######## block 1 ########
==> config.mk <==
export PLATFORM = sky130hd
export DESIGN_NAME = tpu_result_tx
export DESIGN_NICKNAME = d
export VERILOG_FILES = /design/src/rtl/tpu_result_tx.sv
export SDC_FILE = /design/constraint.sdc
export NUM_CORES = 1
export LEC_CHECK = 0
export ABC_AREA = 0
export CAP_MARGIN = 20
export CORE_MARGIN = 4
export CORE_UTILIZATION = 55
export DETAILED_ROUTE_END_ITERATION = 8
export DONT_BUFFER_PORTS = 1
export PLACE_DENSITY = 0.7
export SLEW_MARGIN = 5
export SYNTH_ARGS = -nofsm -noshare
export SYNTH_HDL_FRONTEND = slang
export SYNTH_SLANG_ARGS = --single-unit
==> constraint.sdc <==
create_clock -name clk -period 4.45 [get_ports clk]
set_input_delay 0.89 -clock clk [delete_from_list [all_inputs] [get_ports clk]]
set_output_delay 0.89 -clock clk [all_outputs]
set_load 0.02 [all_outputs]
==> src/rtl/tpu_result_tx.sv <==
// tpu_result_tx
// Return-path responder for the MLP. It snapshots the MLP status (state, cycle
// count, acc0) and streams it to the UART TX byte interface as a fixed 8-byte
// frame:
//   A5 | {3'b0,cnt} | {4'h0,state} | acc[7:0] | acc[15:8] | acc[23:16] |
//   acc[31:24] | XOR of bytes 1..6
// A frame is sent on a manual request from the UART controller, or
// automatically when the MLP enters DONE_STATE (if auto_en is set).
//
// Ports:
//   clk, rst          - system clock, asynchronous active-high reset
//   result_req        - single-cycle manual request for one frame
//   auto_en           - enables auto-send on entry into DONE_STATE
//   mlp_state_in      - MLP FSM state (4 bits)
//   mlp_cycle_cnt_in  - MLP cycle counter (5 bits)
//   mlp_acc0_in       - MLP accumulator result (32 bits, signed)
//   tx_data/tx_valid  - byte to the UART TX, valid flag
//   tx_ready          - UART TX accepts the presented byte
//   busy              - frame in progress
//   frame_done        - one-cycle pulse after the last byte is accepted
//   req_dropped       - one-cycle pulse when result_req arrives while busy
module tpu_result_tx #(
  parameter logic [7:0] SYNC_BYTE  = 8'hA5,
  parameter logic [3:0] DONE_STATE = 4'd8
) (
  input  logic        clk,
  input  logic        rst,
  input  logic        result_req,
  input  logic        auto_en,
  input  logic [3:0]  mlp_state_in,
  input  logic [4:0]  mlp_cycle_cnt_in,
  input  logic [31:0] mlp_acc0_in,
  output logic [7:0]  tx_data,
  output logic        tx_valid,
  input  logic        tx_ready,
  output logic        busy,
  output logic        frame_done,
  output logic        req_dropped
);

  typedef enum logic {
    IDLE = 1'b0,
    SEND = 1'b1
  } state_t;

  state_t      state_q, state_d;
  logic [2:0]  idx_q, idx_d;
  logic        pending_q, pending_d;
  logic [3:0]  prev_state_q;
  logic [3:0]  snap_state_q;
  logic [4:0]  snap_cnt_q;
  logic [31:0] snap_acc_q;
  logic        load_snap;
  logic        frame_done_d;
  logic        req_dropped_d;
  logic        auto_trig;
  logic [7:0]  checksum;
  logic [7:0]  byte_sel;

  // Auto trigger fires only on the cycle the MLP first shows DONE_STATE, so a
  // state parked at DONE_STATE produces a single frame.
  assign auto_trig = auto_en && (mlp_state_in == DONE_STATE) &&
                     (prev_state_q != DONE_STATE);

  // Checksum comes from the snapshot so live input changes mid-frame cannot
  // disturb it.
  assign checksum = {3'b000, snap_cnt_q} ^ {4'h0, snap_state_q} ^
                    snap_acc_q[7:0] ^ snap_acc_q[15:8] ^
                    snap_acc_q[23:16] ^ snap_acc_q[31:24];

  // Byte multiplexer selecting the frame byte for the current index.
  always_comb begin
    byte_sel = 8'h00;
    case (idx_q)
      3'd0: byte_sel = SYNC_BYTE;
      3'd1: byte_sel = {3'b000, snap_cnt_q};
      3'd2: byte_sel = {4'h0, snap_state_q};
      3'd3: byte_sel = snap_acc_q[7:0];
      3'd4: byte_sel = snap_acc_q[15:8];
      3'd5: byte_sel = snap_acc_q[23:16];
      3'd6: byte_sel = snap_acc_q[31:24];
      3'd7: byte_sel = checksum;
      default: byte_sel = 8'h00;
    endcase
  end

  // Next-state and output logic. tx_valid/busy come straight from the state
  // register so an asynchronous reset drops them immediately. Triggers that
  // coincide in IDLE collapse into one frame; an auto trigger during SEND is
  // remembered in a one-deep pending flag and serviced on the first IDLE cycle.
  always_comb begin
    state_d       = state_q;
    idx_d         = idx_q;
    pending_d     = pending_q;
    load_snap     = 1'b0;
    frame_done_d  = 1'b0;
    req_dropped_d = 1'b0;
    busy          = 1'b0;
    tx_valid      = 1'b0;
    tx_data       = 8'h00;
    case (state_q)
      IDLE: begin
        if (result_req || auto_trig || pending_q) begin
          state_d   = SEND;
          idx_d     = 3'd0;
          pending_d = 1'b0;
          load_snap = 1'b1;
        end
      end
      SEND: begin
        busy     = 1'b1;
        tx_valid = 1'b1;
        tx_data  = byte_sel;
        if (auto_trig) begin
          pending_d = 1'b1;
        end
        if (result_req) begin
          req_dropped_d = 1'b1;
        end
        if (tx_ready) begin
          if (idx_q == 3'd7) begin
            state_d      = IDLE;
            idx_d        = 3'd0;
            frame_done_d = 1'b1;
          end else begin
            idx_d = idx_q + 3'd1;
          end
        end
      end
      default: state_d = IDLE;
    endcase
  end

  // State, index, pending flag, edge-detect history, snapshot and the
  // registered status pulses.
  always_ff @(posedge clk or posedge rst) begin
    if (rst) begin
      state_q      <= IDLE;
      idx_q        <= 3'd0;
      pending_q    <= 1'b0;
      prev_state_q <= 4'd0;
      snap_state_q <= 4'd0;
      snap_cnt_q   <= 5'd0;
      snap_acc_q   <= 32'd0;
      frame_done   <= 1'b0;
      req_dropped  <= 1'b0;
    end else begin
      state_q      <= state_d;
      idx_q        <= idx_d;
      pending_q    <= pending_d;
      prev_state_q <= mlp_state_in;
      frame_done   <= frame_done_d;
      req_dropped  <= req_dropped_d;
      if (load_snap) begin
        snap_state_q <= mlp_state_in;
        snap_cnt_q   <= mlp_cycle_cnt_in;
        snap_acc_q   <= mlp_acc0_in;
      end
    end
  end

endmodule

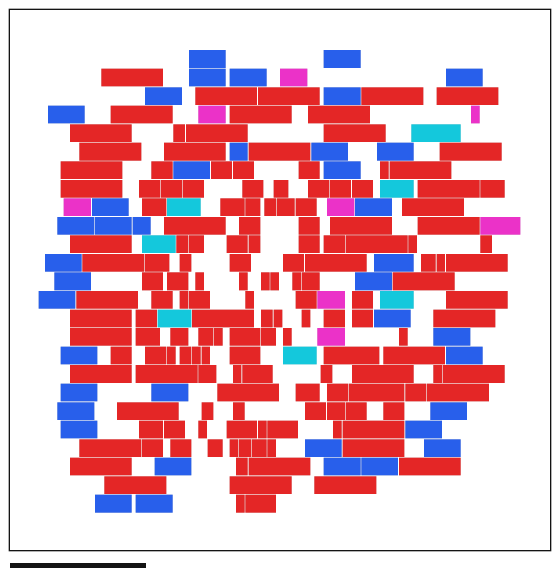
Block 1: cell sizes after repair
The bar under the picture is 20 µm long.
_6 and larger: in cyan, cells 7, most used clkbuf_8. _3 and _4 cells: in blue, cells 40, most used mux2_4. _2 cells: in magenta, cells 8, most used mux2_2. _0 and _1 cells: in red, cells 157, most used dfrtp_1.

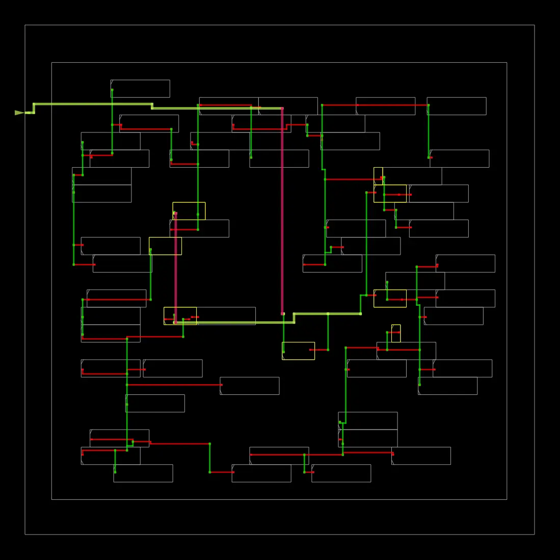
Block 1: clock nets
clk ins delay skew pair: 0.30 ns
power consumed by the clock network: 0.000271 W
clk sink count: 52
clock buffers created by TritonCTS: 5

==> impl.org <==
#+TITLE: Synthesis and PnR summary

** Outcome
- The flow ran to the end, and the final reports show no timing, DRC or antenna violations.

** Timing
- Final Setup Violations :: 0
- Final worst path period need :: 3.42 ns

** Synth
- Synthesized-area fraction occupied by xor and xnor cells :: 10.7%

** GRT
- Global routing used 30.8% of the available met2 tracks.
- Met1 layer usage reported by global route :: 25.8%
- The first global-routing pass estimated 9340 µm of wire.
- Overall overflow remaining after global route :: 0

** Power and ir drop
- The power report shows net switching accounting for 39.0% of the total.

** Drt
- Post-detailed-route DRC marker count :: 0
- For this run, the detailed router's first-pass iteration total came to 4.

** Worst setup path
- Crit path depth :: 6
- The critical path maximum fanout is 16.
- The worst register-to-register path has a depth of 5.
- Counting both buffers and inverters, the worst setup path holds a total of 1.
-- sequential cells by signal, indices dropped and copies added (netlist names) --
register and cells:
snap_cnt_q 5, state_q 1, snap_acc_q 32, frame_done 1, pending_q 1, req_dropped 1
prev_state_q 4, idx_q 3, snap_state_q 4
-- worst paths after layout --
check / startpoint / endpoint
min in group clk: pending_q$_DFFE_PP0P_ / pending_q$_DFFE_PP0P_
max in group asynchronous: rst / snap_acc_q[19]$_DFFE_PP0P_
max: idx_q[2]$_DFFE_PP0P_ / tx_data[5]
max reg2reg: prev_state_q[3]$_DFF_PP0_ / snap_acc_q[19]$_DFFE_PP0P_
min: rst / prev_state_q[1]$_DFF_PP0_
min reg2reg: pending_q$_DFFE_PP0P_ / pending_q$_DFFE_PP0P_
-- area by class of cell --
type | instances | area (µm²) | share of cell area (%)
multi-input combinational | 143 | 1400 | 47.8
sequential | 52 | 1300 | 44.3
clock buffer | 8 | 90.1 | 3.07
tap | 67 | 83.8 | 2.86
timing repair buffer | 3 | 35.0 | 1.19
inverter | 6 | 22.5 | 0.767

######## block 2 ########
[config.mk]
export PLATFORM = sky130hd
export DESIGN_NAME = alu_seq
export DESIGN_NICKNAME = d
export VERILOG_FILES = /design/src/rtl/alu_pkg.sv /design/src/rtl/bcd_adjust.sv /design/src/rtl/alu_seq.sv
export SDC_FILE = /design/constraint.sdc
export NUM_CORES = 1
export LEC_CHECK = 0
export CORE_MARGIN = 2
export CORE_UTILIZATION = 59
export CTS_BUF_LIST = sky130_fd_sc_hd__clkbuf_16
export CTS_CLUSTER_DIAMETER = 80
export DETAILED_ROUTE_END_ITERATION = 7
export PLACE_DENSITY = 0.86
export SETUP_SLACK_MARGIN = 0.4
export SLEW_MARGIN = 20
export SYNTH_ARGS = -nofsm -noshare
export SYNTH_HDL_FRONTEND = slang
export SYNTH_SLANG_ARGS = --single-unit
[constraint.sdc]
create_clock -name clk -period 9 [get_ports clk]
set_input_delay 1.35 -clock clk [delete_from_list [all_inputs] [get_ports clk]]
set_output_delay 1.35 -clock clk [all_outputs]
set_load 0.01 [all_outputs]
[src/rtl/alu_pkg.sv]
// rtl/alu_pkg.sv - opcode, flag index and FSM state definitions shared by the sequential ALU
package alu_pkg;

  typedef enum logic [3:0] {
    ALU_ADC = 4'd0,
    ALU_SBC = 4'd1,
    ALU_AND = 4'd2,
    ALU_ORA = 4'd3,
    ALU_EOR = 4'd4,
    ALU_ASL = 4'd5,
    ALU_LSR = 4'd6,
    ALU_ROL = 4'd7,
    ALU_ROR = 4'd8,
    ALU_CMP = 4'd9
  } alu_op_e;

  localparam int FLAG_N = 3;
  localparam int FLAG_V = 2;
  localparam int FLAG_Z = 1;
  localparam int FLAG_C = 0;

  typedef enum logic [1:0] {
    IDLE = 2'd0,
    EXEC = 2'd1,
    DADJ = 2'd2,
    DONE = 2'd3
  } alu_state_e;

endpackage

[src/rtl/bcd_adjust.sv]
// rtl/bcd_adjust.sv - per-digit BCD correction of a binary ADC/SBC result (built only with DECIMAL_MODE_EN)
`ifdef DECIMAL_MODE_EN
module bcd_adjust #(
  parameter int WIDTH = 8
) (
  input  logic [WIDTH-1:0]   i_sum,
  input  logic [WIDTH/4-1:0] i_dcarry,
  input  logic               i_sub,
  output logic [WIDTH-1:0]   o_result,
  output logic               o_carry
);

  localparam int NDIG = WIDTH / 4;

  logic [WIDTH-1:0] w_res;
  logic [NDIG:0]    w_cy;
  logic [4:0]       w_t;

  // Addition ripples the +6 carry into the next digit; subtraction borrows never ripple.
  always_comb begin
    w_res = '0;
    w_cy  = '0;
    w_t   = '0;
    for (int i = 0; i < NDIG; i++) begin
      if (i_sub) begin
        w_cy[i+1] = i_dcarry[i];
        w_res[4*i +: 4] = (!i_dcarry[i] || (i_sum[4*i +: 4] > 4'd9)) ?
                          i_sum[4*i +: 4] - 4'd6 : i_sum[4*i +: 4];
      end else begin
        w_t = {1'b0, i_sum[4*i +: 4]} + {4'b0000, w_cy[i]};
        w_cy[i+1] = i_dcarry[i] || (w_t > 5'd9);
        w_res[4*i +: 4] = w_cy[i+1] ? w_t[3:0] + 4'd6 : w_t[3:0];
      end
    end
  end

  assign o_result = w_res;
  assign o_carry  = w_cy[NDIG];

endmodule
`endif

[src/rtl/alu_seq.sv]
// rtl/alu_seq.sv - handshaked multi-cycle 6502-style ALU with N/V/Z/C flag register
// DECIMAL_MODE_EN enables the DADJ state and BCD correction of ADC/SBC.
module alu_seq
  import alu_pkg::*;
#(
  parameter int WIDTH = 8
) (
  input  logic             clk,
  input  logic             rst_n,
  input  logic             in_valid,
  output logic             in_ready,
  input  logic [3:0]       op,
  input  logic [WIDTH-1:0] a,
  input  logic [WIDTH-1:0] m,
  input  logic             decimal,
  input  logic             flags_we,
  input  logic [3:0]       flags_wdata,
  output logic             out_valid,
  input  logic             out_ready,
  output logic [WIDTH-1:0] result,
  output logic [3:0]       flags
);

  alu_state_e       r_state, w_next;
  logic [3:0]       r_op;
  logic [WIDTH-1:0] r_a, r_m, r_result;
  logic [3:0]       r_flags;

  logic             w_accept, w_sub, w_cin, w_dec_go;
  logic [WIDTH-1:0] w_mx, w_res, w_out, w_bcd_res;
  logic [WIDTH:0]   w_sum;
  logic [3:0]       w_flags, w_dflags;

  assign w_accept = in_valid && (r_state == IDLE);
  assign w_sub    = (r_op == ALU_SBC) || (r_op == ALU_CMP);
  assign w_mx     = w_sub ? ~r_m : r_m;
  assign w_cin    = (r_op == ALU_CMP) ? 1'b1 : r_flags[FLAG_C];
  assign w_sum    = {1'b0, r_a} + {1'b0, w_mx} + {{WIDTH{1'b0}}, w_cin};

  always_ff @(posedge clk or negedge rst_n) begin
    if (!rst_n) r_state <= IDLE;
    else        r_state <= w_next;
  end

  always_comb begin
    w_next = r_state;
    case (r_state)
      IDLE:    if (in_valid) w_next = EXEC;
      EXEC:    w_next = w_dec_go ? DADJ : DONE;
      DADJ:    w_next = DONE;
      DONE:    if (out_ready) w_next = IDLE;
      default: w_next = IDLE;
    endcase
  end

  always_comb begin
    in_ready  = (r_state == IDLE);
    out_valid = (r_state == DONE);
  end

  // CMP flags come from the difference, but the delivered result is a.
  always_comb begin
    w_res   = '0;
    w_flags = r_flags;
    case (r_op)
      ALU_ADC, ALU_SBC: begin
        w_res           = w_sum[WIDTH-1:0];
        w_flags[FLAG_C] = w_sum[WIDTH];
        w_flags[FLAG_V] = (r_a[WIDTH-1] ^ w_sum[WIDTH-1]) & (w_mx[WIDTH-1] ^ w_sum[WIDTH-1]);
      end
      ALU_CMP: begin
        w_res           = w_sum[WIDTH-1:0];
        w_flags[FLAG_C] = w_sum[WIDTH];
      end
      ALU_AND: w_res = r_a & r_m;
      ALU_ORA: w_res = r_a | r_m;
      ALU_EOR: w_res = r_a ^ r_m;
      ALU_ASL: begin
        w_res           = {r_m[WIDTH-2:0], 1'b0};
        w_flags[FLAG_C] = r_m[WIDTH-1];
      end
      ALU_ROL: begin
        w_res           = {r_m[WIDTH-2:0], r_flags[FLAG_C]};
        w_flags[FLAG_C] = r_m[WIDTH-1];
      end
      ALU_LSR: begin
        w_res           = {1'b0, r_m[WIDTH-1:1]};
        w_flags[FLAG_C] = r_m[0];
      end
      ALU_ROR: begin
        w_res           = {r_flags[FLAG_C], r_m[WIDTH-1:1]};
        w_flags[FLAG_C] = r_m[0];
      end
      default: ;
    endcase
    if (r_op <= ALU_CMP) begin
      w_flags[FLAG_N] = w_res[WIDTH-1];
      w_flags[FLAG_Z] = (w_res == '0);
    end
  end

  assign w_out = (r_op == ALU_CMP) ? r_a : w_res;

  always_ff @(posedge clk or negedge rst_n) begin
    if (!rst_n) begin
      r_op     <= '0;
      r_a      <= '0;
      r_m      <= '0;
      r_result <= '0;
    end else begin
      if (w_accept) begin
        r_op <= op;
        r_a  <= a;
        r_m  <= m;
      end
      if (r_state == EXEC) r_result <= w_out;
      if (r_state == DADJ) r_result <= w_bcd_res;
    end
  end

  always_ff @(posedge clk or negedge rst_n) begin
    if (!rst_n)                            r_flags <= 4'b0000;
    else if (flags_we)                     r_flags <= flags_wdata;
    else if (r_state == EXEC && !w_dec_go) r_flags <= w_flags;
    else if (r_state == DADJ)              r_flags <= w_dflags;
  end

`ifdef DECIMAL_MODE_EN
  localparam int NDIG = WIDTH / 4;

  logic            r_dec, r_v, w_arith, w_bcd_c;
  logic [NDIG-1:0] r_dcarry, w_dcarry;

  // Digit carry-out of nibble g is the carry into bit 4g+4 of the binary sum.
  for (genvar g = 0; g < NDIG; g++) begin : g_dcarry
    if (g == NDIG - 1) begin : g_top
      assign w_dcarry[g] = w_sum[WIDTH];
    end else begin : g_mid
      assign w_dcarry[g] = w_sum[4*g+4] ^ r_a[4*g+4] ^ w_mx[4*g+4];
    end
  end

  always_ff @(posedge clk or negedge rst_n) begin
    if (!rst_n) begin
      r_dec    <= 1'b0;
      r_v      <= 1'b0;
      r_dcarry <= '0;
    end else begin
      if (w_accept) r_dec <= decimal;
      if (r_state == EXEC) begin
        r_v      <= w_flags[FLAG_V];
        r_dcarry <= w_dcarry;
      end
    end
  end

  assign w_arith  = (r_op == ALU_ADC) || (r_op == ALU_SBC);
  assign w_dec_go = r_dec && w_arith;

  bcd_adjust #(.WIDTH(WIDTH)) u_bcd (
    .i_sum    (r_result),
    .i_dcarry (r_dcarry),
    .i_sub    (r_op == ALU_SBC),
    .o_result (w_bcd_res),
    .o_carry  (w_bcd_c)
  );

  always_comb begin
    w_dflags         = r_flags;
    w_dflags[FLAG_N] = w_bcd_res[WIDTH-1];
    w_dflags[FLAG_V] = r_v;
    w_dflags[FLAG_Z] = (w_bcd_res == '0);
    w_dflags[FLAG_C] = w_bcd_c;
  end
`else
  logic w_unused_decimal;
  assign w_unused_decimal = decimal;
  assign w_dec_go         = 1'b0;
  assign w_bcd_res        = '0;
  assign w_dflags         = r_flags;
`endif

  assign result = r_result;
  assign flags  = r_flags;

endmodule
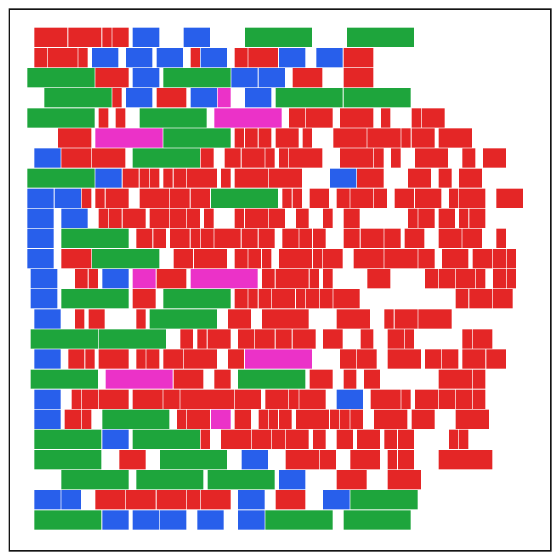
Block 2: placement by cell class
flops: in green, cells 34, share of their area 26%. other buffers and delay cells: in blue, cells 43, share of their area 13%. combinational and other logic: in red, cells 259, share of their area 57%. clock drivers and dummy loads: in magenta, cells 8, share of their area 4.4%.
final standard cell area without fillers: 3380 µm²
final core occ: 72.6%
core region area: 4660 µm²
row count: 25

==> impl.org <==
#+TITLE: Synthesis and PnR summary

** Outcome
- The run finished with clean final reports.

** Placement
- Timing analysis after detailed placement gives a worst setup slack of 4.86 ns.
- The final weighted congestion recorded by global placement is 0.944.
- Once placement finished, the instance area stood at 3240 µm².
- Half-perimeter wire length of the detailed placement result :: 5030 µm

** Floorplanning
- For this configuration, the core starts out at a cell density of 60.4%.
- The flow inserted 54 tap cells.
- Die boundary width :: 73.1 µm

** Clock tree
- Reg clk slew, reported paths :: 0.06 ns
- Clk ins delay skew pair :: 0.28 ns

** Timing
- Count of endpoints failing hold in the final timing report :: 0
- Achievable clock frequency :: 232 MHz
- Post-route fraction of the period consumed by the critical path :: 47.8%
- Max-slew violation total from the final report :: 0

** Drt
- Met3 WL :: 520 µm
- The routed design uses 3170 µm of met2 wire.
- In the routed layout, each cell is associated on average with a via count of 6.11.

** Finish
- Non-clock buffer count in the final layout :: 43

** Worst setup path
- According to the timing report, the critical path is launched from r_op[0]$_DFFE_PN0P_.
- CP max stage delay :: 0.88 ns

** Synth
- The synthesized netlist occupies a cell area of 2820 µm².
- In this run, distinct cell masters in the synthesized netlist total 58.
- Of the synthesized area, sequential elements account for 30.2%.
- The post-synth register bit count is 34.
- Share of async-settable or async-resettable flops after synthesis :: 100%

** Power and ir drop
- Ranked by power, first place goes to combinational cells.
- Combinational cells consume a total of 0.00101 W.
- The power report puts the net switching power at 0.000719 W.
- Power Internal :: 0.000813 W

** Job
- Across all stage logs, warnings added up to 39.
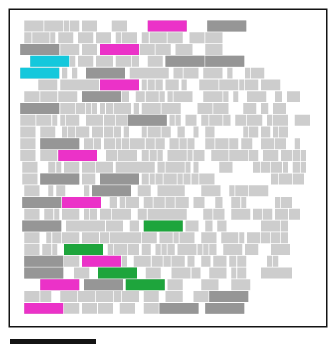
Block 2: sequential cells colored by netlist name
The bar under the picture is 20 µm long.
r_state: in cyan, flops 2. r_op: in green, flops 4, where south. r_a: in magenta, flops 8.

==> sequential cells by signal, indices dropped and copies added (netlist names) <==
signal and cells:
result 8, r_op 4, r_a 8, flags 4, r_state 2, r_m 8
==> path summary, 6_finish.rpt <==
check	to	slack, ns	cells after the start
min in group asynchronous	r_a[2]$_DFFE_PN0P_	1.47	2
setup / recovery	flags[1]$_DFFE_PN0P_	4.69	10
setup reg to reg	flags[1]$_DFFE_PN0P_	4.69	10
max in group asynchronous	r_state[0]$_DFFE_PN0P_	7.22	2
hold reg to reg	result[6]$_DFFE_PN0P_	0.53	1
hold / removal	result[6]$_DFFE_PN0P_	0.53	1
==> per-layer routing <==
metal	global-route usage, %	vias up
met5	0	-
li1	-	1169
met3	6.35	11
met2	42.2	90
met1	39.3	1161
met4	8.44	0
==> cell families after synthesis <==
kind of cell / Yosys count / share of synthesized area [%]
simple gates: 80 / 16.1
compound gates: 79 / 19.0
buf+inv: 46 / 7.07
flops: 34 / 30.2
fa+ha+maj: 30 / 13.9
mux: 28 / 11.0
xor+xnor: 9 / 2.80

######## block 3 ########
File: src/rtl/colparity_ctrl.sv
// rtl/colparity_ctrl.sv - theta-step sequencer: clear, accumulate 25 lanes, write back with column indices
module colparity_ctrl #(
  parameter int LANES  = 25,
  parameter int AW     = 5,
  parameter int RD_LAT = 1
) (
  input  logic          clk,
  input  logic          rst,
  input  logic          start,
  input  logic          hold,
  output logic          busy,
  output logic          done,
  output logic          par_clr,
  output logic          rd_en,
  output logic [AW-1:0] rd_addr,
  output logic          acc_en,
  output logic [2:0]    acc_x,
  output logic          wr_en,
  output logic [AW-1:0] wr_addr,
  output logic [2:0]    th_xm1,
  output logic [2:0]    th_xp1
);

  typedef enum logic [2:0] {
    S_IDLE, S_CLR, S_READ, S_DRAIN, S_UPDATE, S_FLUSH, S_DONE
  } state_t;

  localparam int T = RD_LAT - 1;

  state_t        state_q;
  logic [2:0]    x_q, y_q, x_d, y_d;
  logic [AW-1:0] lane_q, lane_d;
  logic [1:0]    dly_q;
  logic          busy_q, done_q, par_clr_q;
  logic          issuing, last_lane, phase, streaming;

  logic [RD_LAT-1:0] pv_q, pp_q;
  logic [AW-1:0]     pl_q [RD_LAT];
  logic [2:0]        px_q [RD_LAT];

  assign streaming = (state_q == S_READ) || (state_q == S_UPDATE);
  assign issuing   = streaming && !hold;
  assign last_lane = (lane_q == AW'(LANES - 1));
  assign phase     = (state_q == S_UPDATE);

  // x wraps 4->0 and carries into y; the lane counter tracks 5*y+x directly
  always_comb begin
    x_d    = x_q;
    y_d    = y_q;
    lane_d = last_lane ? '0 : lane_q + AW'(1);
    if (x_q == 3'd4) begin
      x_d = 3'd0;
      y_d = (y_q == 3'd4) ? 3'd0 : y_q + 3'd1;
    end else begin
      x_d = x_q + 3'd1;
    end
  end

  always_ff @(posedge clk) begin
    if (!rst) begin
      state_q   <= S_IDLE;
      x_q       <= '0;
      y_q       <= '0;
      lane_q    <= '0;
      dly_q     <= '0;
      busy_q    <= 1'b0;
      done_q    <= 1'b0;
      par_clr_q <= 1'b0;
    end else begin
      case (state_q)
        S_IDLE: if (start) begin
          state_q   <= S_CLR;
          busy_q    <= 1'b1;
          par_clr_q <= 1'b1;
        end
        S_CLR: begin
          par_clr_q <= 1'b0;
          x_q       <= '0;
          y_q       <= '0;
          lane_q    <= '0;
          state_q   <= S_READ;
        end
        S_READ, S_UPDATE: if (!hold) begin
          x_q    <= x_d;
          y_q    <= y_d;
          lane_q <= lane_d;
          if (last_lane) begin
            dly_q   <= '0;
            state_q <= (state_q == S_READ) ? S_DRAIN : S_FLUSH;
          end
        end
        S_DRAIN: begin
          if (dly_q == 2'(RD_LAT - 1)) begin
            x_q     <= '0;
            y_q     <= '0;
            lane_q  <= '0;
            state_q <= S_UPDATE;
          end else begin
            dly_q <= dly_q + 2'd1;
          end
        end
        S_FLUSH: begin
          if (dly_q == 2'(RD_LAT - 1)) begin
            done_q  <= 1'b1;
            state_q <= S_DONE;
          end else begin
            dly_q <= dly_q + 2'd1;
          end
        end
        S_DONE: begin
          done_q  <= 1'b0;
          busy_q  <= 1'b0;
          state_q <= S_IDLE;
        end
        default: state_q <= S_IDLE;
      endcase
    end
  end

  // Return path: keeps shifting during hold so in-flight reads still retire
  always_ff @(posedge clk) begin
    if (!rst) begin
      pv_q <= '0;
      pp_q <= '0;
      for (int i = 0; i < RD_LAT; i++) begin
        pl_q[i] <= '0;
        px_q[i] <= '0;
      end
    end else begin
      pv_q[0] <= issuing;
      pp_q[0] <= phase;
      pl_q[0] <= lane_q;
      px_q[0] <= x_q;
      for (int i = 1; i < RD_LAT; i++) begin
        pv_q[i] <= pv_q[i-1];
        pp_q[i] <= pp_q[i-1];
        pl_q[i] <= pl_q[i-1];
        px_q[i] <= px_q[i-1];
      end
    end
  end

  assign busy    = busy_q;
  assign done    = done_q;
  assign par_clr = par_clr_q;
  assign rd_en   = issuing;
  assign rd_addr = streaming ? lane_q : '0;
  assign acc_en  = pv_q[T] & ~pp_q[T];
  assign wr_en   = pv_q[T] & pp_q[T];
  assign acc_x   = acc_en ? px_q[T] : '0;
  assign wr_addr = wr_en ? pl_q[T] : '0;
  assign th_xm1  = !wr_en ? 3'd0 : ((px_q[T] == 3'd0) ? 3'd4 : px_q[T] - 3'd1);
  assign th_xp1  = !wr_en ? 3'd0 : ((px_q[T] == 3'd4) ? 3'd0 : px_q[T] + 3'd1);

endmodule
File: config.mk
export PLATFORM = sky130hd
export DESIGN_NAME = colparity_ctrl
export DESIGN_NICKNAME = d
export VERILOG_FILES = /design/src/rtl/colparity_ctrl.sv
export SDC_FILE = /design/constraint.sdc
export NUM_CORES = 1
export LEC_CHECK = 0
export CAP_MARGIN = 20
export CORE_MARGIN = 1
export CORE_UTILIZATION = 30
export DETAILED_ROUTE_END_ITERATION = 7
export PLACE_DENSITY_LB_ADDON = 0.08
export SLEW_MARGIN = 20
export SYNTH_ARGS = -nofsm -noshare
export SYNTH_HDL_FRONTEND = slang
export SYNTH_SLANG_ARGS = --single-unit
File: constraint.sdc
create_clock -name clk -period 1.5 [get_ports clk]
set_input_delay 0.3 -clock clk [delete_from_list [all_inputs] [get_ports clk]]
set_output_delay 0.3 -clock clk [all_outputs]
set_load 0.01 [all_outputs]
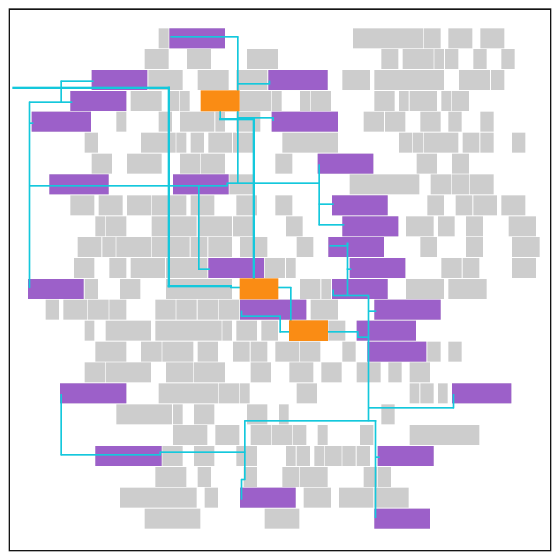
Block 3: clock network drawn from the DEF
clock drivers: in orange, count 3. flip-flops: in purple, count 26. clock wires: in cyan, length 372 µm.
There are 4 routed clock nets.

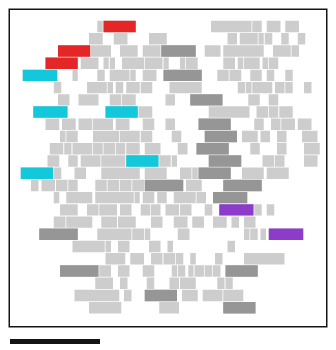
Block 3: sequential cells colored by netlist name
The bar under the picture is 20 µm long.
x_q: in red, flops 3. lane_q: in cyan, flops 5. dly_q: in purple, flops 2.
Another 16 sequential cells are not colored.

==> impl.org <==
#+TITLE: Synthesis and PnR summary

** Outcome
- The run finished, with violations left.
- Failing checks :: setup timing

** Drt
- For this run, the detailed router reports a per-instance via density of 4.97.
- Post-detailed-route DRC marker count :: 0
- Routed WL per cell :: 14.1 µm

** Clock tree
- H-tree level count :: 1
- The tree built by TritonCTS fans out to 26 sinks.
- Reg clk slew, reported paths :: 0.09 ns
- Post-CTS setup-driven buffer insertion count :: 9
- The skew report gives the latency at the later pin of the worst-skew pair as 0.27 ns.

** Synth
- Post-synth the commonest register cell is dfxtp_1.
- The net count after synthesis is 171.

** Floorplanning
- According to the floorplan log, the row count is 24.

** Timing
- For this run, the final setup violation count is recorded as 17.
- Setup slack on the critical path of the routed design comes to -0.156 ns.
- The clock arrives with 0.00550 ns of skew.
- Max-slew check failures listed in the final report amount to 0.

** Worst setup path
- Worst reg2reg startpoint :: state_q[0]$_SDFFE_PN0P_
- The critical path ends at rd_addr[4].
- According to the timing report, the arrival time at the worst endpoint equals 1.36 ns.

** Power and ir drop
- Combinational logic burns 23.4% of the power.
- Power attributed to the clock group is 0.000400 W.
- Fraction of power spent switching nets :: 27.3%
- Fraction of power consumed by sequential logic :: 49.3%

** Finish
- Final non-filler cell total :: 279

** Job
- Max cap viols :: 0
final cells by class:
| class | count | area (µm²) |
|---|---|---|
| Sequential cell | 26 | 547 |
| Clock buffer | 3 | 41.3 |
| Fill cell | 415 | 2100 |
| Inverter | 13 | 53.8 |
| Tap cell | 52 | 65.1 |
| Timing Repair Buffer | 72 | 611 |
| Multi-Input combinational cell | 113 | 997 |
per-layer routing:
metal	routed length (µm)	track usage (%)	vias up	share of wire, %
li1	-	-	699	-
met1	1790	20.4	654	46
met2	1920	26.3	27	49
met3	126	3.03	8	3.2
met4	87	6.67	0	2.2
met5	0	0	-	0
state kept, by name, indices dropped and copies added, names as in the netlist, 2 cells and up:
| signal | cells |
|---|---|
| pl_q | 5 |
| px_q | 3 |
| dly_q | 2 |
| x_q | 3 |
| lane_q | 5 |
| state_q | 3 |
cell families (layout without fill, tap and decap cells):
group           after synthesis  after routing  synth area share, %
buf+inv                      20             88                 7.24
compound gates               35             35                 15.3
xor+xnor                      2              2                 2.59
fa+ha+maj                     8              8                 7.15
flops                        26             26                 37.2
simple gates                 68             68                 30.6

No activity file was given, so power comes from the tool's default toggle rates.
